==================== alu_result_queue
alu_result_queue/drive_strength.png
Bar = 50 microns.
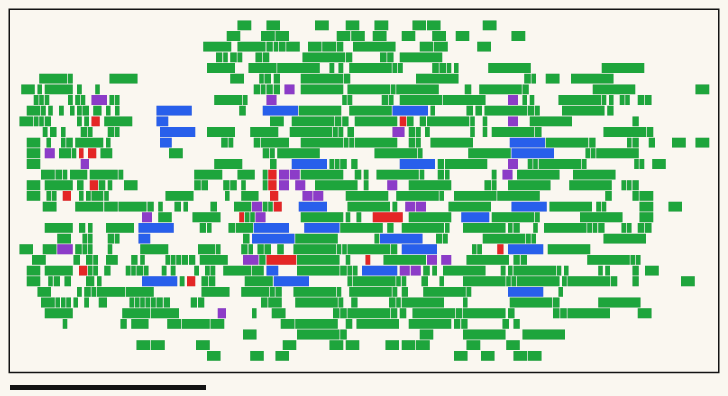

**config.mk**
```make
export PLATFORM = sky130hd
export DESIGN_NAME = alu_result_queue
export DESIGN_NICKNAME = d
export VERILOG_FILES = /design/src/rtl/alu_result_queue.sv
export SDC_FILE = /design/constraint.sdc
export NUM_CORES = 1
export LEC_CHECK = 0
export ABC_AREA = 1
export CORE_ASPECT_RATIO = 0.5
export CORE_MARGIN = 2
export CORE_UTILIZATION = 35
export DETAILED_ROUTE_END_ITERATION = 16
export PLACE_DENSITY_LB_ADDON = 0.3
export SLEW_MARGIN = 30
export SYNTH_ARGS = -nofsm -noshare
export SYNTH_HDL_FRONTEND = slang
export SYNTH_SLANG_ARGS = --single-unit
```
**constraint.sdc**
```tcl
create_clock -name clk -period 2.5 [get_ports clk]
set_input_delay 0.25 -clock clk [delete_from_list [all_inputs] [get_ports clk]]
set_output_delay 0.25 -clock clk [all_outputs]
set_load 0.02 [all_outputs]
```
**src/rtl/alu_result_queue.sv**
```systemverilog
// Show-ahead FIFO for ALU result tuples with valid/ready handshakes on both sides,
// plus sticky flags, an accepted-push counter and a saturating dropped-write counter.
module alu_result_queue #(
   parameter int unsigned DEPTH = 4,
   parameter int unsigned CNT_W = 8
) (
   input  logic                     clk,
   input  logic                     reset,
   input  logic                     in_valid,
   output logic                     in_ready,
   input  logic [3:0]               in_ctrl,
   input  logic [7:0]               in_s,
   input  logic [11:0]              in_flags,
   output logic                     out_valid,
   input  logic                     out_ready,
   output logic [3:0]               out_ctrl,
   output logic [7:0]               out_s,
   output logic [11:0]              out_flags,
   output logic [11:0]              sticky_flags,
   input  logic                     clr_sticky,
   output logic [$clog2(DEPTH):0]   occupancy,
   output logic [CNT_W-1:0]         op_count,
   output logic [CNT_W-1:0]         drop_count
);

   localparam int unsigned PTR_W = $clog2(DEPTH);
   localparam int unsigned OCC_W = PTR_W + 1;

   typedef struct packed {
      logic [3:0]  ctrl;
      logic [7:0]  s;
      logic [11:0] flags;
   } entry_t;

   entry_t             mem [DEPTH];
   logic [PTR_W-1:0]   wr_ptr;
   logic [PTR_W-1:0]   rd_ptr;
   logic               push_c;
   logic               pop_c;
   entry_t             head_c;

   // Handshake status decodes only registered occupancy.
   assign in_ready  = (occupancy != OCC_W'(DEPTH));
   assign out_valid = (occupancy != '0);
   assign push_c    = in_valid & in_ready;
   assign pop_c     = out_valid & out_ready;

   // Head is zeroed while empty so stale storage never leaks out.
   assign head_c    = out_valid ? mem[rd_ptr] : '0;
   assign out_ctrl  = head_c.ctrl;
   assign out_s     = head_c.s;
   assign out_flags = head_c.flags;

   // Storage needs no reset; only the pointers and occupancy qualify it.
   always_ff @(posedge clk) begin
      if (!reset && push_c) begin
         mem[wr_ptr] <= '{ctrl: in_ctrl, s: in_s, flags: in_flags};
      end
   end

   always_ff @(posedge clk) begin
      if (reset) begin
         wr_ptr    <= '0;
         rd_ptr    <= '0;
         occupancy <= '0;
      end else begin
         if (push_c) wr_ptr <= wr_ptr + PTR_W'(1);
         if (pop_c)  rd_ptr <= rd_ptr + PTR_W'(1);
         case ({push_c, pop_c})
            2'b10:   occupancy <= occupancy + OCC_W'(1);
            2'b01:   occupancy <= occupancy - OCC_W'(1);
            default: occupancy <= occupancy;
         endcase
      end
   end

   // Sticky flags: clear takes effect before the same-cycle push is ORed in.
   always_ff @(posedge clk) begin
      if (reset) begin
         sticky_flags <= '0;
      end else if (clr_sticky) begin
         sticky_flags <= push_c ? in_flags : 12'h000;
      end else if (push_c) begin
         sticky_flags <= sticky_flags | in_flags;
      end
   end

   always_ff @(posedge clk) begin
      if (reset) begin
         op_count   <= '0;
         drop_count <= '0;
      end else begin
         if (push_c) op_count <= op_count + CNT_W'(1);
         if (in_valid && !in_ready && (drop_count != '1)) begin
            drop_count <= drop_count + CNT_W'(1);
         end
      end
   end

endmodule

```
==================== irq_controller
[config.mk]
export PLATFORM = sky130hd
export DESIGN_NAME = irq_controller
export DESIGN_NICKNAME = d
export VERILOG_FILES = /design/src/rtl/irq_ctrl_pkg.sv /design/src/rtl/irq_sync.sv /design/src/rtl/irq_controller.sv
export SDC_FILE = /design/constraint.sdc
export NUM_CORES = 1
export LEC_CHECK = 0
export CORE_ASPECT_RATIO = 0.7
export CORE_MARGIN = 5
export CORE_UTILIZATION = 51
export CTS_BUF_LIST = sky130_fd_sc_hd__clkbuf_8 sky130_fd_sc_hd__clkbuf_16
export CTS_CLUSTER_DIAMETER = 200
export CTS_CLUSTER_SIZE = 40
export DETAILED_ROUTE_END_ITERATION = 7
export PLACE_DENSITY = 0.79
export SLEW_MARGIN = 20
export SYNTH_ARGS = -nofsm -noshare
export SYNTH_HDL_FRONTEND = slang
export SYNTH_SLANG_ARGS = --single-unit
[constraint.sdc]
create_clock -name clk -period 2.9 [get_ports clk]
set_input_delay 0.87 -clock clk [delete_from_list [all_inputs] [get_ports clk]]
set_output_delay 0.87 -clock clk [all_outputs]
set_load 0.01 [all_outputs]
[src/rtl/irq_ctrl_pkg.sv]
// Shared constants for the external interrupt controller: register word
// offsets, CLAIM word layout and source-id width.
package irq_ctrl_pkg;

  localparam int ID_W            = 4;
  localparam int CLAIM_VALID_BIT = 31;

  localparam logic [2:0] OFF_PENDING   = 3'd0;
  localparam logic [2:0] OFF_ENABLE    = 3'd1;
  localparam logic [2:0] OFF_MODE      = 3'd2;
  localparam logic [2:0] OFF_ROUTE     = 3'd3;
  localparam logic [2:0] OFF_CLAIM     = 3'd4;
  localparam logic [2:0] OFF_INSERVICE = 3'd5;
  localparam logic [2:0] OFF_SOFTSET   = 3'd6;

endpackage

[src/rtl/irq_sync.sv]
// Per-source input synchronizer with a registered copy of the synchronized
// level, so a 0->1 transition is reported as a one-cycle rise.
module irq_sync #(
  parameter int SYNC_STAGES = 2
) (
  input  logic clk,
  input  logic reset,
  input  logic d,
  output logic level,
  output logic rise
);

  logic [SYNC_STAGES-1:0] sync_q, sync_d;
  logic                   prev_q, prev_d;

  always_comb begin
    sync_d = {sync_q[SYNC_STAGES-2:0], d};
    prev_d = sync_q[SYNC_STAGES-1];
  end

  always_ff @(posedge clk) begin
    if (reset) begin
      sync_q <= '0;
      prev_q <= 1'b0;
    end else begin
      sync_q <= sync_d;
      prev_q <= prev_d;
    end
  end

  assign level = sync_q[SYNC_STAGES-1];
  assign rise  = level & ~prev_q;

endmodule

[src/rtl/irq_controller.sv]
// Memory-mapped external interrupt controller feeding CP0 IP[7:4], with
// per-source enable, edge/level mode, line routing and claim/complete.
// Define IRQ_SOFT_EN to add the write-only SOFTSET register at offset 6.
module irq_controller
  import irq_ctrl_pkg::*;
#(
  parameter int NSRC        = 8,
  parameter int SYNC_STAGES = 2
) (
  input  logic            clk,
  input  logic            reset,
  input  logic [NSRC-1:0] irq_src,
  input  logic            bus_sel,
  input  logic            bus_we,
  input  logic [2:0]      bus_addr,
  input  logic [31:0]     bus_wdata,
  output logic [31:0]     bus_rdata,
  output logic [3:0]      irq_out
);

  logic [NSRC-1:0]   level, rise;
  logic [NSRC-1:0]   pending_q, pending_d, enable_q, enable_d, mode_q, mode_d;
  logic [NSRC-1:0]   inservice_q, inservice_d;
  logic [2*NSRC-1:0] route_q, route_d;
  logic [31:0]       rdata_q, rdata_d;
  logic [3:0]        irq_q, irq_d;

  logic              rd_en, wr_en, claim_hit, claim_fire;
  logic [ID_W-1:0]   claim_id;
  logic [NSRC-1:0]   cand, claim_mask, soft_set;
  logic              unused_wdata;

  assign unused_wdata = ^bus_wdata;

  for (genvar gi = 0; gi < NSRC; gi++) begin : g_src
    irq_sync #(.SYNC_STAGES(SYNC_STAGES)) u_sync (
      .clk   (clk),
      .reset (reset),
      .d     (irq_src[gi]),
      .level (level[gi]),
      .rise  (rise[gi])
    );
  end

  always_comb begin
    rd_en = bus_sel & ~bus_we;
    wr_en = bus_sel & bus_we;
    cand  = pending_q & enable_q & ~inservice_q;

    // Lowest-numbered eligible source wins the claim.
    claim_id  = '0;
    claim_hit = |cand;
    for (int i = NSRC - 1; i >= 0; i--) begin
      if (cand[i]) claim_id = ID_W'(i);
    end
    claim_fire = rd_en && (bus_addr == OFF_CLAIM) && claim_hit;
    claim_mask = claim_fire ? (NSRC'(1) << claim_id) : '0;

`ifdef IRQ_SOFT_EN
    soft_set = (wr_en && (bus_addr == OFF_SOFTSET)) ? (bus_wdata[NSRC-1:0] & mode_q) : '0;
`else
    soft_set = '0;
`endif

    // A new edge or soft set on the claim edge outranks the claim's clear.
    pending_d = (mode_q & ((pending_q & ~claim_mask) | rise | soft_set)) | (~mode_q & level);

    enable_d    = enable_q;
    mode_d      = mode_q;
    route_d     = route_q;
    inservice_d = inservice_q | claim_mask;
    if (wr_en) begin
      case (bus_addr)
        OFF_ENABLE: enable_d = bus_wdata[NSRC-1:0];
        OFF_MODE:   mode_d   = bus_wdata[NSRC-1:0];
        OFF_ROUTE:  route_d  = bus_wdata[2*NSRC-1:0];
        OFF_CLAIM: begin
          if (32'(bus_wdata[ID_W-1:0]) < NSRC)
            inservice_d = inservice_q & ~(NSRC'(1) << bus_wdata[ID_W-1:0]);
        end
        default: ;
      endcase
    end

    rdata_d = rdata_q;
    if (rd_en) begin
      rdata_d = '0;
      case (bus_addr)
        OFF_PENDING:   rdata_d = 32'(pending_q);
        OFF_ENABLE:    rdata_d = 32'(enable_q);
        OFF_MODE:      rdata_d = 32'(mode_q);
        OFF_ROUTE:     rdata_d = 32'(route_q);
        OFF_CLAIM: begin
          rdata_d[CLAIM_VALID_BIT] = claim_hit;
          rdata_d[ID_W-1:0]        = claim_id;
        end
        OFF_INSERVICE: rdata_d = 32'(inservice_q);
        default:       rdata_d = '0;
      endcase
    end

    irq_d = '0;
    for (int i = 0; i < NSRC; i++) begin
      for (int k = 0; k < 4; k++) begin
        if (route_q[2*i +: 2] == 2'(k)) irq_d[k] = irq_d[k] | cand[i];
      end
    end
  end

  always_ff @(posedge clk) begin
    if (reset) begin
      pending_q   <= '0;
      enable_q    <= '0;
      mode_q      <= '0;
      route_q     <= '0;
      inservice_q <= '0;
      rdata_q     <= '0;
      irq_q       <= '0;
    end else begin
      pending_q   <= pending_d;
      enable_q    <= enable_d;
      mode_q      <= mode_d;
      route_q     <= route_d;
      inservice_q <= inservice_d;
      rdata_q     <= rdata_d;
      irq_q       <= irq_d;
    end
  end

  assign bus_rdata = rdata_q;
  assign irq_out   = irq_q;

endmodule

==================== alu_result_regfile_flat
$ cat src/rtl/alu_pkg.sv
// Shared types for the ALU result register file.
//   flags_t : packed {N,Z,C,V} flag bundle produced by the ALU
//   mode_e  : write addressing mode (direct address or ring pointer)
//   FLAGS_W : width of flags_t
package alu_pkg;

  localparam int unsigned FLAGS_W = 4;

  typedef struct packed {
    logic n;
    logic z;
    logic c;
    logic v;
  } flags_t;

  typedef enum logic {
    MODE_ADDR = 1'b0,
    MODE_RING = 1'b1
  } mode_e;

endpackage

$ cat src/rtl/alu_result_regfile_if.sv
// Bus between the ALU side and the result register file.
//   master : drives clr/we/mode/waddr/wdata/wflags and both read addresses,
//            observes read data, committed flags, ring pointer, count, full
//   slave  : the register file itself
interface alu_result_regfile_if
  import alu_pkg::*;
#(
  parameter int unsigned WIDTH = 4,
  parameter int unsigned DEPTH = 4
);

  localparam int unsigned AW = $clog2(DEPTH);

  logic             clr;
  logic             we;
  mode_e            mode;
  logic [AW-1:0]    waddr;
  logic [WIDTH-1:0] wdata;
  flags_t           wflags;
  logic [AW-1:0]    raddr_a;
  logic [WIDTH-1:0] rdata_a;
  logic [AW-1:0]    raddr_b;
  logic [WIDTH-1:0] rdata_b;
  flags_t           flags_q;
  logic [AW-1:0]    wptr;
  logic [AW:0]      count;
  logic             full;

  modport master (
    output clr, we, mode, waddr, wdata, wflags, raddr_a, raddr_b,
    input  rdata_a, rdata_b, flags_q, wptr, count, full
  );

  modport slave (
    input  clr, we, mode, waddr, wdata, wflags, raddr_a, raddr_b,
    output rdata_a, rdata_b, flags_q, wptr, count, full
  );

endinterface

$ cat src/rtl/regfile_entry.sv
// One register-file entry.
//   clk_i, rst_i (async, active-high), clr_i (sync clear), en_i (load d_i),
//   d_i / q_o : entry data in / out
module regfile_entry #(
  parameter int unsigned WIDTH = 4
) (
  input  logic             clk_i,
  input  logic             rst_i,
  input  logic             clr_i,
  input  logic             en_i,
  input  logic [WIDTH-1:0] d_i,
  output logic [WIDTH-1:0] q_o
);

  logic [WIDTH-1:0] q_q;

  always_ff @(posedge clk_i or posedge rst_i) begin
    if (rst_i) begin
      q_q <= '0;
    end else if (clr_i) begin
      q_q <= '0;
    end else if (en_i) begin
      q_q <= d_i;
    end
  end

  assign q_o = q_q;

endmodule

$ cat src/rtl/alu_result_regfile.sv
// ALU result register file: DEPTH entries of WIDTH bits plus a flag register.
//   clk, rst (async, active-high)
//   bus (slave) : write port (direct address or auto-incrementing ring pointer),
//                 two combinational read ports with write-through bypass,
//                 committed flags, ring pointer, ring fill count and full
module alu_result_regfile
  import alu_pkg::*;
#(
  parameter int unsigned WIDTH = 4,
  parameter int unsigned DEPTH = 4
) (
  input logic                 clk,
  input logic                 rst,
  alu_result_regfile_if.slave bus
);

  localparam int unsigned AW = $clog2(DEPTH);
  localparam int unsigned CW = AW + 1;

  logic [WIDTH-1:0] mem [DEPTH];
  logic [AW-1:0]    ea;
  logic             wr_en;
  logic             byp_en;
  logic [AW-1:0]    wptr_q, wptr_d;
  logic [CW-1:0]    count_q, count_d;
  flags_t           flags_reg_q, flags_d;

  assign ea    = (bus.mode == MODE_RING) ? wptr_q : bus.waddr;
  // Out-of-range direct addresses are dropped entirely; wptr is always in range.
  assign wr_en = bus.we && !bus.clr && ({1'b0, ea} < CW'(DEPTH));
  // Bypass must not leak wdata while reset holds the outputs at zero.
  assign byp_en = wr_en && !rst;

  for (genvar i = 0; i < DEPTH; i++) begin : g_entry
    regfile_entry #(
      .WIDTH(WIDTH)
    ) u_entry (
      .clk_i(clk),
      .rst_i(rst),
      .clr_i(bus.clr),
      .en_i (wr_en && (ea == AW'(i))),
      .d_i  (bus.wdata),
      .q_o  (mem[i])
    );
  end

  always_comb begin
    wptr_d  = wptr_q;
    count_d = count_q;
    flags_d = flags_reg_q;
    if (bus.clr) begin
      wptr_d  = '0;
      count_d = '0;
      flags_d = '0;
    end else if (wr_en) begin
      flags_d = bus.wflags;
      if (bus.mode == MODE_RING) begin
        wptr_d = (wptr_q == AW'(DEPTH - 1)) ? '0 : wptr_q + AW'(1);
        // Saturates at DEPTH: wrapping while full overwrites the oldest entry.
        if (count_q != CW'(DEPTH)) begin
          count_d = count_q + CW'(1);
        end
      end
    end
  end

  always_ff @(posedge clk or posedge rst) begin
    if (rst) begin
      wptr_q      <= '0;
      count_q     <= '0;
      flags_reg_q <= '0;
    end else begin
      wptr_q      <= wptr_d;
      count_q     <= count_d;
      flags_reg_q <= flags_d;
    end
  end

  always_comb begin
    bus.rdata_a = '0;
    bus.rdata_b = '0;
    for (int i = 0; i < DEPTH; i++) begin
      if (bus.raddr_a == AW'(i)) bus.rdata_a = mem[i];
      if (bus.raddr_b == AW'(i)) bus.rdata_b = mem[i];
    end
    if (byp_en && (bus.raddr_a == ea)) bus.rdata_a = bus.wdata;
    if (byp_en && (bus.raddr_b == ea)) bus.rdata_b = bus.wdata;
  end

  assign bus.flags_q = flags_reg_q;
  assign bus.wptr    = wptr_q;
  assign bus.count   = count_q;
  assign bus.full    = (count_q == CW'(DEPTH));

endmodule

$ cat src/flat_wrapper.sv
// flat-port wrapper written by rule: the top's interface ports become plain ports
module alu_result_regfile_flat import alu_pkg::*;
#(
  parameter int unsigned WIDTH = 4,
  parameter int unsigned DEPTH = 4
)
  (clk, rst, bus_clr, bus_we, bus_mode, bus_waddr, bus_wdata, bus_wflags, bus_raddr_a, bus_raddr_b, bus_rdata_a, bus_rdata_b, bus_flags_q, bus_wptr, bus_count, bus_full);
  alu_result_regfile_if #(.WIDTH(WIDTH), .DEPTH(DEPTH)) bus_i ();
  input logic clk;
  input logic rst;
  input wire logic [$bits(bus_i.clr)-1:0] bus_clr;
  input wire logic [$bits(bus_i.we)-1:0] bus_we;
  input wire logic [$bits(bus_i.mode)-1:0] bus_mode;
  input wire logic [$bits(bus_i.waddr)-1:0] bus_waddr;
  input wire logic [$bits(bus_i.wdata)-1:0] bus_wdata;
  input wire logic [$bits(bus_i.wflags)-1:0] bus_wflags;
  input wire logic [$bits(bus_i.raddr_a)-1:0] bus_raddr_a;
  input wire logic [$bits(bus_i.raddr_b)-1:0] bus_raddr_b;
  output wire logic [$bits(bus_i.rdata_a)-1:0] bus_rdata_a;
  output wire logic [$bits(bus_i.rdata_b)-1:0] bus_rdata_b;
  output wire logic [$bits(bus_i.flags_q)-1:0] bus_flags_q;
  output wire logic [$bits(bus_i.wptr)-1:0] bus_wptr;
  output wire logic [$bits(bus_i.count)-1:0] bus_count;
  output wire logic [$bits(bus_i.full)-1:0] bus_full;
  assign bus_i.clr = bus_clr;
  assign bus_i.we = bus_we;
  assign bus_i.mode = bus_mode;
  assign bus_i.waddr = bus_waddr;
  assign bus_i.wdata = bus_wdata;
  assign bus_i.wflags = bus_wflags;
  assign bus_i.raddr_a = bus_raddr_a;
  assign bus_i.raddr_b = bus_raddr_b;
  assign bus_rdata_a = bus_i.rdata_a;
  assign bus_rdata_b = bus_i.rdata_b;
  assign bus_flags_q = bus_i.flags_q;
  assign bus_wptr = bus_i.wptr;
  assign bus_count = bus_i.count;
  assign bus_full = bus_i.full;
  alu_result_regfile #(.WIDTH(WIDTH), .DEPTH(DEPTH)) u_core (.clk(clk), .rst(rst), .bus(bus_i));
endmodule
$ cat config.mk
export PLATFORM = sky130hd
export DESIGN_NAME = alu_result_regfile_flat
export DESIGN_NICKNAME = d
export VERILOG_FILES = /design/src/rtl/alu_pkg.sv /design/src/rtl/alu_result_regfile_if.sv /design/src/rtl/regfile_entry.sv /design/src/rtl/alu_result_regfile.sv /design/src/flat_wrapper.sv
export SDC_FILE = /design/constraint.sdc
export NUM_CORES = 1
export LEC_CHECK = 0
export ABC_AREA = 0
export CAP_MARGIN = 20
export CORE_MARGIN = 5
export CORE_UTILIZATION = 45
export CTS_BUF_LIST = sky130_fd_sc_hd__clkbuf_8
export CTS_CLUSTER_SIZE = 8
export DETAILED_ROUTE_END_ITERATION = 7
export MAX_ROUTING_LAYER = met4
export PLACE_DENSITY = 0.85
export SETUP_SLACK_MARGIN = 0.02
export SLEW_MARGIN = 10
export SYNTH_ARGS = -nofsm -noshare
export SYNTH_HDL_FRONTEND = slang
export SYNTH_SLANG_ARGS = --single-unit
$ cat constraint.sdc
create_clock -name clk -period 4.17 [get_ports clk]
set_clock_uncertainty 0.05 [all_clocks]
set_input_delay 0.834 -clock clk [delete_from_list [all_inputs] [get_ports clk]]
set_output_delay 0.834 -clock clk [all_outputs]
set_load 0.1 [all_outputs]
alu_result_regfile_flat/drive_strength.png
Bar = 20 microns.
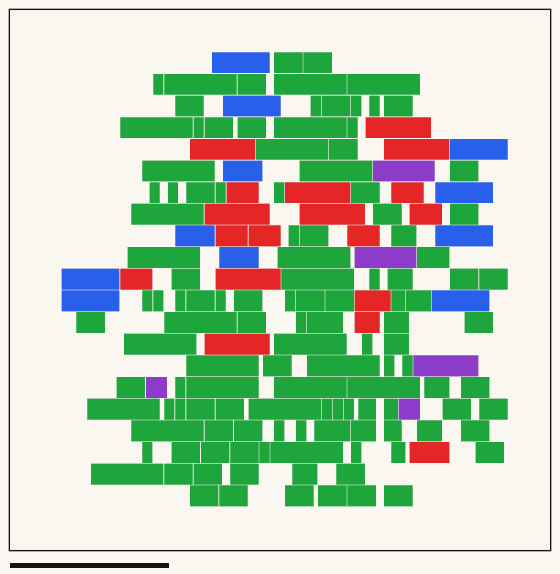
purple -> drive 3 to 4  # cells 5, share 3.2%
blue -> drive 6 and up  # cells 11, share 7.0%, most used buf_12
red -> drive 2  # cells 18, share 11%, most used mux4_2
green -> drive 1 or less  # cells 123, share 78%, most used clkdlybuf4s50_1

alu_result_regfile_flat/registers.png
Bar = 20 microns. Other sequential cells in the stronger gray, the rest of the logic in the fainter gray.
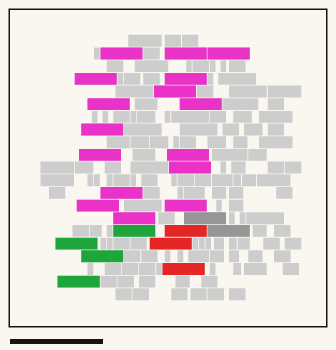
green -> `u_core.bus.flags_q`  # sequential cells 4, where south-west
magenta -> `u_core.g_entry.u_entry.q_o`  # sequential cells 16
red -> `u_core.bus.count`  # sequential cells 3
not colored = 2

==> impl_metrics.csv, alu_result_regfile_flat <==
group,metric,value,unit
clock_tree,clock_path_buffers,2,
sta,slew_headroom,35.3,%
cells_and_area,dominant-cell-class,"logic gates",
sta,holdWs,0.483,ns
critical_path,required,3.29,ns
run_status,status,"completed",
clock_tree,h-tree-depth,1,
sta,worst_slew_pin_slew,0.967,ns
critical_path,critPathBufInv,2,
power_and_ir_drop,power_leader,"sequential cells",
cells_and_area,final_util,61.3,%
cells_and_area,clkbuf_count,3,
cells_and_area,num_antenna_cells,0,
power_and_ir_drop,pwr-share-comb,30.6,%
worst_hold_path,min-delay-path-class,"flop to flop",
cells_and_area,sh_comb_area,40.4,%
cells_and_area,seq_cells,25,
power_and_ir_drop,cellLeakagePower,0.896,nW
detailed_routing,wl_met2,1680,microns
flow_run,warnings,27,
synthesis,ys_seq_share,41.6,%
global_routing,grt_usage,16.2,%
global_routing,grt-busiest-layer,"met2",
clock_tree,post-cts-setup-buffers,0,
cells_and_area,stdcell_area,2010,sq um
global_routing,grt_use_met3,1.15,%
power_and_ir_drop,p_sw,189,uW
flow_run,maxCapViolCount,0,
synthesis,simple_gate_area_share,13.4,%
## alu_result_regfile_flat: state kept, by name (all words and copies together), names as in the netlist
register	count
u_core.bus.flags_q	4
u_core.bus.wptr	2
u_core.bus.count	3
u_core.g_entry.u_entry.q_o	16
## alu_result_regfile_flat: cell usage after synthesis
master | instances | area [sq um]
ha_1 | 2 | 25.0
nor3b_2 | 1 | 12.5
nand3_1 | 2 | 10.0
mux2i_2 | 1 | 13.8
xnor2_1 | 5 | 43.8
nand2b_1 | 1 | 6.26
mux2i_4 | 1 | 22.5
mux2i_1 | 21 | 210
mux2_2 | 7 | 78.8
inv_1 | 4 | 15.0
mux4_2 | 8 | 180
nor4_4 | 2 | 42.5
dfrtp_1 | 25 | 626
mux2_1 | 1 | 11.3
nand4b_1 | 1 | 8.76
clkbuf_1 | 2 | 7.51
nand2_1 | 2 | 7.51
nand4_1 | 1 | 6.26
or3b_2 | 1 | 8.76
buf_6 | 2 | 22.5
clkbuf_2 | 1 | 5.00
buf_1 | 2 | 7.51
nor2_1 | 25 | 93.8
buf_4 | 1 | 7.51
nor3_1 | 1 | 5.00
xor2_1 | 3 | 26.3
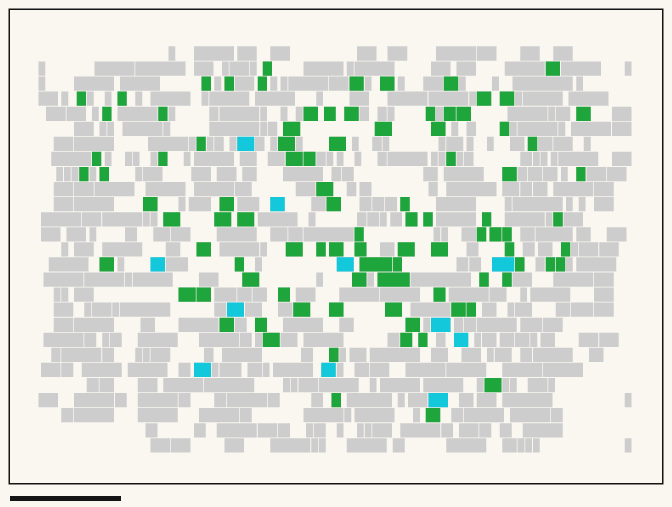
irq_controller/gate_families.png
Bar = 20 microns.
cyan -> AND-OR and OR-AND gates  # cells 11
green -> inverting AOI/OAI gates  # cells 94

irq_controller/registers.png
Bar = 20 microns. Other sequential cells in the stronger gray, the rest of the logic in the fainter gray.
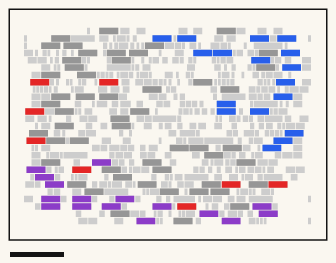
blue -> `bus_rdata`  # sequential cells 17
purple -> `g_src.u_sync.sync_q`  # sequential cells 16
red -> `enable_q`  # sequential cells 8

==> impl_metrics.csv, irq_controller <==
group,metric,value,unit
clock_tree,h-tree-depth,3,
synthesis,common_cells,"93 x dfxtp_1, 57 x nand2_1, 50 x nor2_1, 29 x a21oi_1, 28 x nor2b_1",
power_and_ir_drop,clockPowerShare,45.2,%
cells_and_area,buffer_area_share,13.4,%
cells_and_area,fill_cells,655,
synthesis,yosysTopAreaCellShare,45.0,%
power_and_ir_drop,p_seq_share,47.8,%
power_and_ir_drop,power_combinational,195,uW
global_routing,grt_max_degree,51,
worst_hold_path,holdCritStartpoint,"g_src[1].u_sync.sync_q[0]$_SDFF_PP0_",
run_status,status,"completed",
synthesis,ys_seq_share,45.0,%
cells_and_area,comb_area,2100,sq um
cells_and_area,seq_cells,93,
detailed_routing,wire_per_inst,19.0,microns
sta,timing.final.crit_period,2.58,ns
synthesis,ys_sh_xor,0,%
sta,fmax,388,MHz
synthesis,edf_count,0,
placement,place_ws,0.0698,ns
worst_hold_path,holdPathStages,1,
critical_path,ff2ff_setup_slack,1.03,ns
critical_path,worstReg2RegEnd,"pending_q[5]$_SDFF_PP0_",
critical_path,required,3.14,ns
power_and_ir_drop,p_sw,619,uW
synthesis,area_leaders,"dfxtp_1 45%, mux2i_1 5.3%, nand2_1 5.2%, nor2_1 4.5%, nor2b_1 4.2%",
worst_hold_path,min-delay-path-class,"flop to flop",
critical_path,critical_path_class,"primary input to flop",
global_routing,grt_pass1_wl,19100,microns
power_and_ir_drop,cellLeakagePower,1.96,nW
irq_controller: flip-flops by register name, summed over array words and instances (netlist names):
name / count
route_q: 16
pending_q: 8
irq_out: 4
g_src.u_sync.prev_q: 8
inservice_q: 8
mode_q: 8
bus_rdata: 17
enable_q: 8
g_src.u_sync.sync_q: 16
irq_controller: kinds of logic (layout without fill, tap and decap cells):
family | Yosys count | count (layout)
and+or+nand+nor | 197 | 197
AOI/OAI and AO/OA | 105 | 105
DFF | 93 | 93
buffers and inverters | 42 | 95
muxes | 28 | 28
other | 1 | 15
irq_controller: per-layer routing:
layer	vias to the layer above	global-route usage, %
met5	-	0
met4	0	7.08
met3	14	9.13
met2	178	35.3
met1	1820	33.2
li1	1771	-
irq_controller: worst register-to-register path, cell delays in order (launching register included):
cell	delay [ns]
dfxtp_1	0.37
nand3b_1	0.34
nand4_1	0.32
or4_1	0.55
o22a_1	0.19
irq_controller: per-stage QoR:
stage | cell area [sq um] | power (mW) | instances
2_1_floorplan | 4190 | 1.46 | 480
5_1_grt | 5110 | 2.85 | 634
4_1_cts | 5110 | 2.77 | 634
3_3_place_gp | 4800 | 1.53 | 618
3_5_place_dp | 4800 | 1.54 | 618
6_report | 5110 | 2.76 | 634
alu_result_queue/registers.png
Bar = 50 microns. Other sequential cells in the stronger gray, the rest of the logic in the fainter gray.
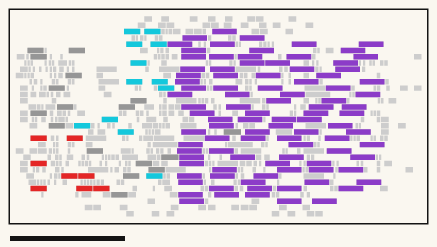
purple -> `mem`  # sequential cells 96
cyan -> `sticky_flags`  # sequential cells 12
red -> `op_count`  # sequential cells 8, where south-west
not colored = 17

Notes on alu_result_queue/drive_strength.png above:
green -> drive 1 or less  # cells 563, share 89%, most used nor2_1
blue -> drive 6 and up  # cells 26, share 4.1%, most used clkbuf_16
red -> drive 2  # cells 17, share 2.7%, most used nor2_2
purple -> drive 3 to 4  # cells 29, share 4.6%, most used buf_4

==> impl_metrics.csv, alu_result_queue <==
group,metric,value,unit
critical_path,cp_slowest_cell,"clkdlybuf4s50_1",
sta,setup_ws,0.0105,ns
cells_and_area,final_util,47.0,%
cells_and_area,logic_gate_count,333,
cells_and_area,sh_seq_area,50.3,%
cells_and_area,final_common_cell,"nor2_1",
critical_path,cp.depth,5,
cells_and_area,reg_top3,"mem x96, sticky_flags x12",
detailed_routing,final_antenna_net_count,0,
synthesis,yosys.area.top_type,"edfxtp_1",
cells_and_area,drive_above_1_share,11.3,%
power_and_ir_drop,pwr-share-comb,30.4,%
detailed_routing,viasPerCell,4.73,
placement,dp_hpwl,7600,microns
cells_and_area,seq_cells,133,
critical_path,crit_end,"out_flags[7]",
cells_and_area,layout.nets,659,
synthesis,syn-num-nets,560,
sta,holdWs,0.471,ns
synthesis,common_cells,"124 x nor2_1, 96 x edfxtp_1, 50 x nand2_1, 41 x o21ai_0, 40 x a21oi_1",
placement,dp_cells,801,
synthesis,synth_area,5460,sq um
detailed_routing,wl,12400,microns
cells_and_area,dominant-cell-class,"registers",
power_and_ir_drop,clockPowerShare,34.3,%
synthesis,ys_warn_count,0,
cells_and_area,instances_no_fill,839,
cells_and_area,largest_reg_flops,96,
detailed_routing,route.detailed.drc,0,
cells_and_area,fill_cells,1389,
clock_tree,cts_sinks,133,
worst_hold_path,holdPathStages,2,
power_and_ir_drop,p_int,4.99,mW
power_and_ir_drop,cellLeakagePower,2.60,nW
detailed_routing,vias,3971,
cells_and_area,stdcell_area,7210,sq um
synthesis,async_flop_share,0,%
sta,finalHoldViolCount,0,
detailed_routing,dr_wl_met3,595,microns
clock_tree,clock_latency,0.41,ns
global_routing,grt_max_degree,41,
run_status,status,"completed",
synthesis,ys_cells,523,
power_and_ir_drop,peakVddDrop,523,uV
alu_result_queue: layer usage:
metal  global-route usage (%)  vias up
li1                         -     1978
met3                     4.05       22
met2                     24.8       98
met1                     19.6     1873
met5                        0        -
met4                     7.39        0
alu_result_queue: power groups by stage:
| stage | sequential [mW] | clock (mW) | combinational, mW |
|---|---|---|---|
| 3_3_place_gp | 2.65 | 0 | 2.22 |
| 5_1_grt | 2.63 | 2.65 | 2.43 |
| 3_5_place_dp | 2.65 | 0 | 2.23 |
| 4_1_cts | 2.61 | 2.57 | 2.27 |
| 2_1_floorplan | 2.69 | 0 | 1.22 |
| 6_report | 2.61 | 2.53 | 2.24 |
alu_result_queue: timing repair:
item / 4_1_cts / 5_1_grt
buffers inserted: 5 / 0
resized: 3 / 1
cloned: 1 / 0
endpoints found under the setup margin: 21 / 22
alu_result_queue: cells by family (layout without fill, tap and decap cells):
group | after synthesis | after routing | synth area share [%]
adders and majority gates | 8 | 8 | 1.97
buffers and inverters | 57 | 169 | 4.97
and+or+nand+nor | 217 | 217 | 16.4
xor gates and xnor gates | 5 | 5 | 0.802
DFF | 133 | 133 | 66.4
AOI/OAI and AO/OA | 103 | 103 | 9.46

==> gallery <==
Congestion heat map.
image #1
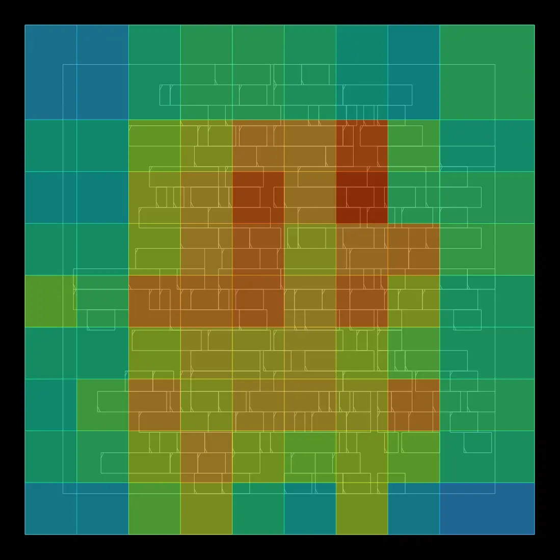
image #2
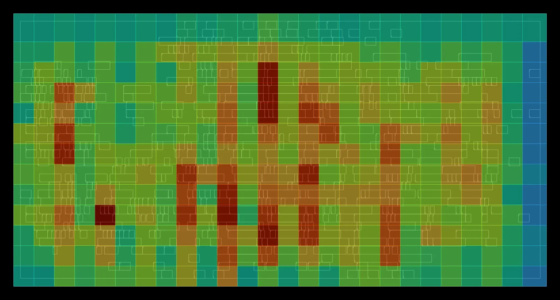
image #3
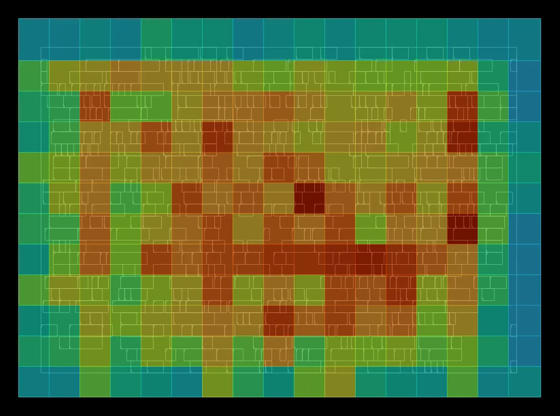
| from | picture |
|---|---|
| alu_result_queue | image #2 |
| irq_controller | image #3 |
| alu_result_regfile_flat | image #1 |
Of these, lowest utilization: image #2
Of these, highest track usage: image #3


==================== mul_pipe_unit
mul_pipe_unit/drive_strength.png
Bar = 50 microns.
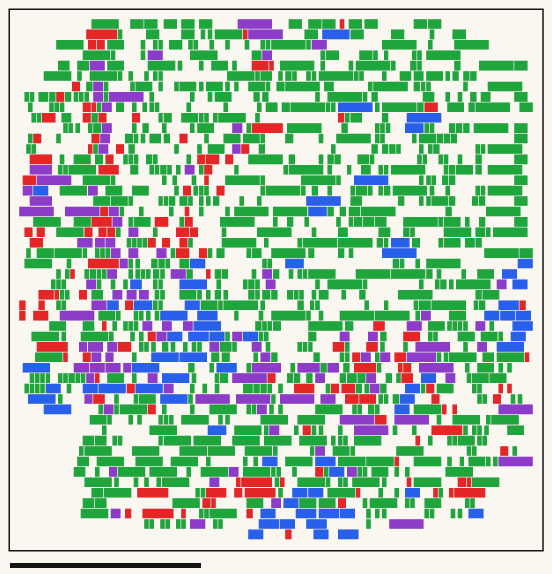
mul_pipe_unit/cell_classes.png
Bar = 50 microns.
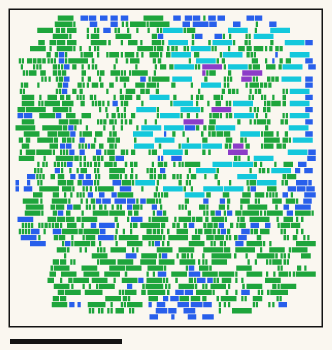
`src/rtl/mul_pkg.sv`:
```
// Shared types and helpers for the pipelined multiplier unit.
// Operation codes, select widths and the one-mux operand helper.
package mul_pkg;

    localparam int OP_W  = 3;
    localparam int SEL_W = 3;

    typedef enum logic [OP_W-1:0] {
        OP_MUL  = 3'd0,
        OP_MULH = 3'd1,
        OP_MUX3 = 3'd2,
        OP_ADD  = 3'd3,
        OP_MAC  = 3'd4,
        OP_CLR  = 3'd5,
        OP_RSV6 = 3'd6,
        OP_RSV7 = 3'd7
    } op_t;

    // Deselected operands become the multiplicative identity.
    function automatic logic [31:0] sel_operand(input logic [31:0] x, input logic en);
        return en ? x : 32'd1;
    endfunction

endpackage

```
`src/rtl/mul_pipe_stage.sv`:
```
// One pipeline slot: valid bit plus payload, moving only when the pipe advances.
module mul_pipe_stage #(
    parameter int W = 8
) (
    input  logic         clk,
    input  logic         reset,
    input  logic         en,
    input  logic         in_valid,
    input  logic [W-1:0] in_data,
    output logic         valid,
    output logic [W-1:0] data
);

    always_ff @(posedge clk or posedge reset) begin
        if (reset) begin
            valid <= 1'b0;
            data  <= '0;
        end else if (en) begin
            valid <= in_valid;
            data  <= in_data;
        end
    end

endmodule

```
`src/rtl/mult.sv`:
```
// Signed W-bit multiplier returning the low W bits of x*y.
// A zero operand forces an exact zero so unknowns never leak through.
module mult #(
    parameter int W = 16
) (
    input  logic signed [W-1:0] x,
    input  logic signed [W-1:0] y,
    output logic signed [W-1:0] p
);

    assign p = (x == '0 || y == '0) ? '0 : x * y;

endmodule

```
`src/rtl/mul_pipe_unit.sv`:
```
// Pipelined multiply/MAC unit with valid/ready handshake and a global stall.
// Products form ahead of the LAT-1 payload stages; the output stage picks the op result.
module mul_pipe_unit
    import mul_pkg::*;
#(
    parameter int N   = 8,
    parameter int LAT = 2
) (
    input  logic                 clk,
    input  logic                 reset,
    input  logic                 in_valid,
    output logic                 in_ready,
    input  op_t                  op,
    input  logic [N-1:0]         a,
    input  logic [N-1:0]         b,
    input  logic [N-1:0]         c,
    input  logic [SEL_W-1:0]     sel,
    output logic                 out_valid,
    input  logic                 out_ready,
    output logic [N-1:0]         result,
    output logic [N-1:0]         acc
);

    localparam int W2 = 2 * N;

    typedef struct packed {
        op_t           op;
        logic [W2-1:0] prod;
        logic [N-1:0]  prod3;
        logic [N-1:0]  sum;
    } pay_t;

    localparam int PW = $bits(pay_t);

    logic advance;
    assign advance  = !out_valid || out_ready;
    assign in_ready = advance;

    // Full-width signed a*b feeds both MUL/MAC (low half) and MULH (high half).
    logic signed [W2-1:0] a_x, b_x, prod_ab;
    assign a_x = W2'($signed(a));
    assign b_x = W2'($signed(b));

    mult #(.W(W2)) u_mult_ab (.x(a_x), .y(b_x), .p(prod_ab));

    // MUX3 only needs the product mod 2^N, so an N-bit chain is exact.
    logic signed [N-1:0] m_a, m_b, m_c, p_ab_sel, p_abc_sel;
    assign m_a = N'(sel_operand(32'($signed(a)), sel[0]));
    assign m_b = N'(sel_operand(32'($signed(b)), sel[1]));
    assign m_c = N'(sel_operand(32'($signed(c)), sel[2]));

    mult #(.W(N)) u_mult_s1 (.x(m_a),      .y(m_b), .p(p_ab_sel));
    mult #(.W(N)) u_mult_s2 (.x(p_ab_sel), .y(m_c), .p(p_abc_sel));

    pay_t pay_in;
    always_comb begin
        pay_in.op    = op;
        pay_in.prod  = prod_ab;
        pay_in.prod3 = (sel == '0) ? '0 : p_abc_sel;
        pay_in.sum   = a + b;
    end

    logic vld [LAT];
    pay_t dat [LAT];

    assign vld[0] = in_valid;
    assign dat[0] = pay_in;

    for (genvar i = 1; i < LAT; i++) begin : g_stage
        logic [PW-1:0] q;
        mul_pipe_stage #(.W(PW)) u_stage (
            .clk      (clk),
            .reset    (reset),
            .en       (advance),
            .in_valid (vld[i-1]),
            .in_data  (dat[i-1]),
            .valid    (vld[i]),
            .data     (q)
        );
        assign dat[i] = pay_t'(q);
    end

    pay_t         fin;
    logic         fin_vld;
    logic [N-1:0] res_next, acc_next;

    assign fin     = dat[LAT-1];
    assign fin_vld = vld[LAT-1];

    always_comb begin
        res_next = '0;
        acc_next = acc;
        case (fin.op)
            OP_MUL:  res_next = fin.prod[N-1:0];
            OP_MULH: res_next = fin.prod[W2-1:N];
            OP_MUX3: res_next = fin.prod3;
            OP_ADD:  res_next = fin.sum;
            OP_MAC: begin
                res_next = acc + fin.prod[N-1:0];
                acc_next = res_next;
            end
            OP_CLR:  acc_next = '0;
            default: res_next = '0;
        endcase
    end

    // acc only moves when a valid request lands, so a stall cannot re-apply a MAC.
    always_ff @(posedge clk or posedge reset) begin
        if (reset) begin
            out_valid <= 1'b0;
            result    <= '0;
            acc       <= '0;
        end else if (advance) begin
            out_valid <= fin_vld;
            if (fin_vld) begin
                result <= res_next;
                acc    <= acc_next;
            end
        end
    end

endmodule

```
`config.mk`:
```
export PLATFORM = sky130hd
export DESIGN_NAME = mul_pipe_unit
export DESIGN_NICKNAME = d
export VERILOG_FILES = /design/src/rtl/mul_pkg.sv /design/src/rtl/mul_pipe_stage.sv /design/src/rtl/mult.sv /design/src/rtl/mul_pipe_unit.sv
export SDC_FILE = /design/constraint.sdc
export NUM_CORES = 1
export LEC_CHECK = 0
export ABC_AREA = 1
export CAP_MARGIN = 20
export CORE_AREA = 2 2 137 139
export DETAILED_ROUTE_END_ITERATION = 16
export DIE_AREA = 0 0 139 141
export GPL_TIMING_DRIVEN = 0
export PLACE_DENSITY_LB_ADDON = 0.05
export SYNTH_ARGS = -nofsm -noshare
export SYNTH_HDL_FRONTEND = slang
export SYNTH_SLANG_ARGS = --single-unit
```
`constraint.sdc`:
```
create_clock -name clk -period 2.74 [get_ports clk]
set_input_delay 0.685 -clock clk [delete_from_list [all_inputs] [get_ports clk]]
set_output_delay 0.685 -clock clk [all_outputs]
set_load 0.005 [all_outputs]
```
==> impl_metrics.csv <==
group,metric,value,unit
run_status,status,"complete, but fails checks",
clock_tree,clock_path_buffers,2,
power_and_ir_drop,power_clock,676,uW
cells_and_area,drive_above_1_share,25.9,%
power_and_ir_drop,p_sw,3.22,mW
sta,setup_ws,-3.66,ns
critical_path,crit_end,"g_stage[1].u_stage.data[15]$_DFFE_PP0N_",
floorplanning,io_pins,52,
power_and_ir_drop,p_int,3.88,mW
run_status,violations,"negative setup slack",
detailed_routing,highest_layer,"met4",
cells_and_area,clock_cell_area_share,1.55,%
sta,setup_viol,20,
detailed_routing,wl_met2,10500,microns
critical_path,critical_path_class,"primary input to flop",
cells_and_area,num_antenna_cells,0,
detailed_routing,route.detailed.drc,0,
synthesis,flop_cell,"dfrtp_1",
synthesis,synth_area,7500,sq um
critical_path,critPathTopFamily,"adder cells",
clock_tree,clock_latency,0.29,ns
detailed_routing,final_antenna_net_count,0,
power_and_ir_drop,clockPowerShare,9.5,%
synthesis,synth_cell_types,43,
floorplanning,die-area,19600,sq um
placement,place_ws,-4.86,ns
cells_and_area,sh_comb_area,58.1,%
clock_tree,post_cts_resized,208,
floorplanning,die_h,141,microns
global_routing,antenna_found_initial,0,
synthesis,mux_area_share,0,%
global_routing,use_met1,32.3,%
placement,dp_hpwl,16700,microns
worst_hold_path,holdCritStartpoint,"g_stage[1].u_stage.valid$_DFFE_PP0N_",
cells_and_area,sh_seq_area,13.1,%
synthesis,ys_sh_xor,2.10,%
global_routing,grt-busiest-layer,"met2",
synthesis,ys_warn_count,0,
floorplanning,core_area,18300,sq um
global_routing,grt_usage,22.7,%
synthesis,ys_area,7500,sq um
critical_path,r2r_start,"g_stage[1].u_stage.data[16]$_DFFE_PP0N_",
sta,clock_skew,0.00816,ns
flow_run,warnings,29,
cells_and_area,seq_cells,53,
synthesis,ys_cells,1031,
cells_and_area,clkbuf_count,7,
global_routing,grt_pass1_vias,6809,
detailed_routing,wire_per_inst,15.4,microns
clock_tree,clk_pin_slew,0.07,ns
sta,timing.final.crit_period,6.40,ns
cells_and_area,inverters_excl_clock,240,
critical_path,startpoint,"a[0]",
detailed_routing,drtPass1Iterations,5,
floorplanning,nWellTaps,234,
cells_and_area,logic_gate_count,712,
detailed_routing,vias,6891,
Notes on mul_pipe_unit/drive_strength.png above:
green -> drive 1 or less  # cells 867, share 74%, most used nand2_1
red -> drive 2  # cells 128, share 11%, most used nand2_2
purple -> drive 3 to 4  # cells 105, share 9.0%, most used buf_4
blue -> drive 6 and up  # cells 70, share 6.0%, most used buf_6

Notes on mul_pipe_unit/cell_classes.png above:
blue -> other buffers and delay cells  # cells 157, share of their area 16%
green -> all other logic  # cells 952, share of their area 69%
purple -> clock drivers and dummy loads  # cells 8, share of their area 1.6%
cyan -> flip-flops  # cells 53, share of their area 13%

## per-stage QoR
stage / util, % / instance area, sq um / hold slack (ns) / cells
after floorplan: - / 7900 / 0.432 / 1031
after global placement: 47.6 / 8700 / 0.455 / 1315
after detailed placement: 47.7 / 8720 / 0.457 / 1316
after CTS: 54.0 / 9870 / 0.472 / 1392
after global routing: 55.5 / 10100 / 0.513 / 1404
final: 55.5 / 10100 / 0.470 / 1404
## sequential cells by signal, indices dropped and copies added (netlist names)
signal                 flops
out_valid                  1
g_stage.u_stage.valid      1
g_stage.u_stage.data      35
result                     8
acc                        8
## cells in the final DEF (no fill, tap or decap), types with 6 or more instances in the layout
cell type        count
a21oi_1             20
buf_12               7
buf_4               58
buf_6               30
buf_8               11
clkbuf_8             6
clkdlybuf4s50_1     31
dfrtp_1             53
fa_1                71
fa_2                10
ha_1                54
ha_4                19
inv_1              197
inv_2               30
inv_4                8
nand2_1            219
nand2_2             37
nand2_4              7
nand2_8              8
nand3_1             26
nand3_2              8
nor2_1              71
nor2_2              13
nor2_4               6
nor4_1               6
o21ai_0             39
o21ai_1             12
o22ai_1              8
xnor2_1             10
xor2_1               6


==> gallery <==
Gate families picked out.
panel A
Bar = 20 microns.
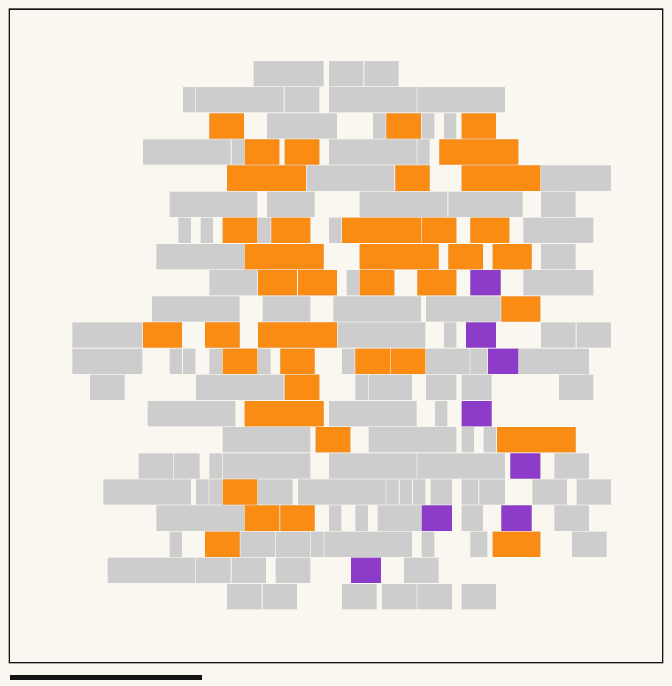
panel B
Bar = 50 microns.
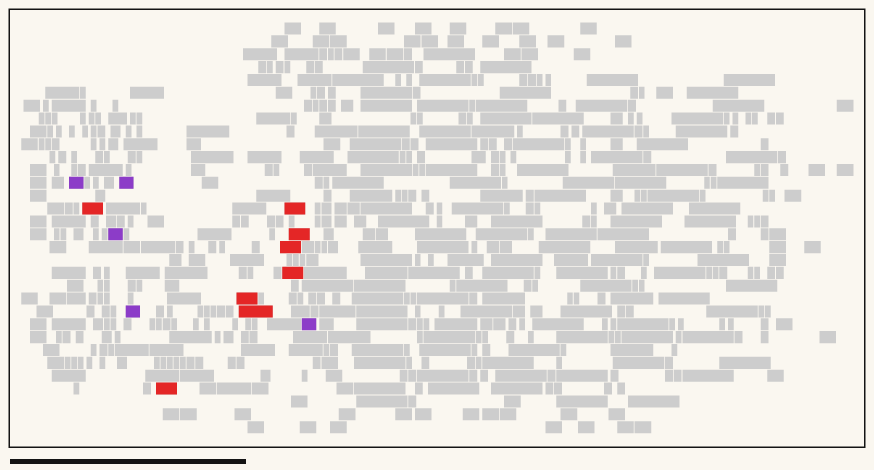
panel C
Bar = 50 microns.
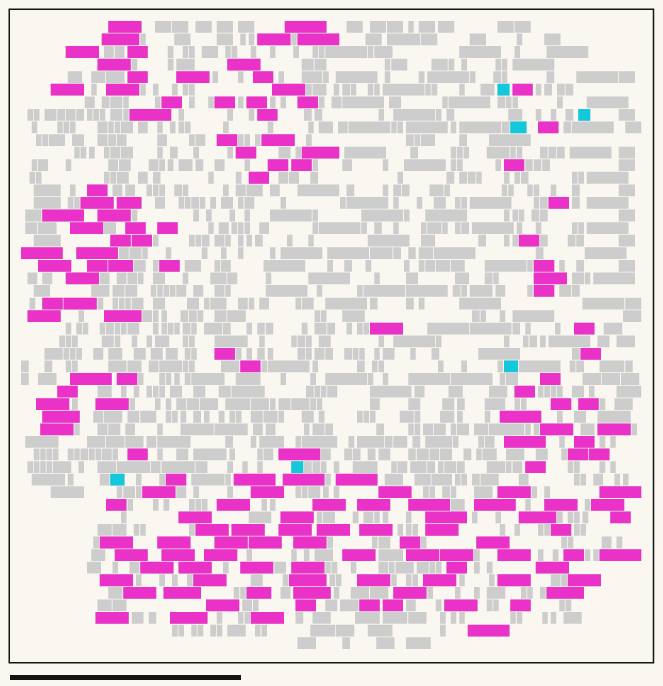
| picture | from |
|---|---|
| panel A | alu_result_regfile_flat |
| panel B | alu_result_queue |
| panel C | mul_pipe_unit |
Of these, fewest cells: panel A
Of these, largest die: panel C

Power is estimated from default activity; no workload was simulated.
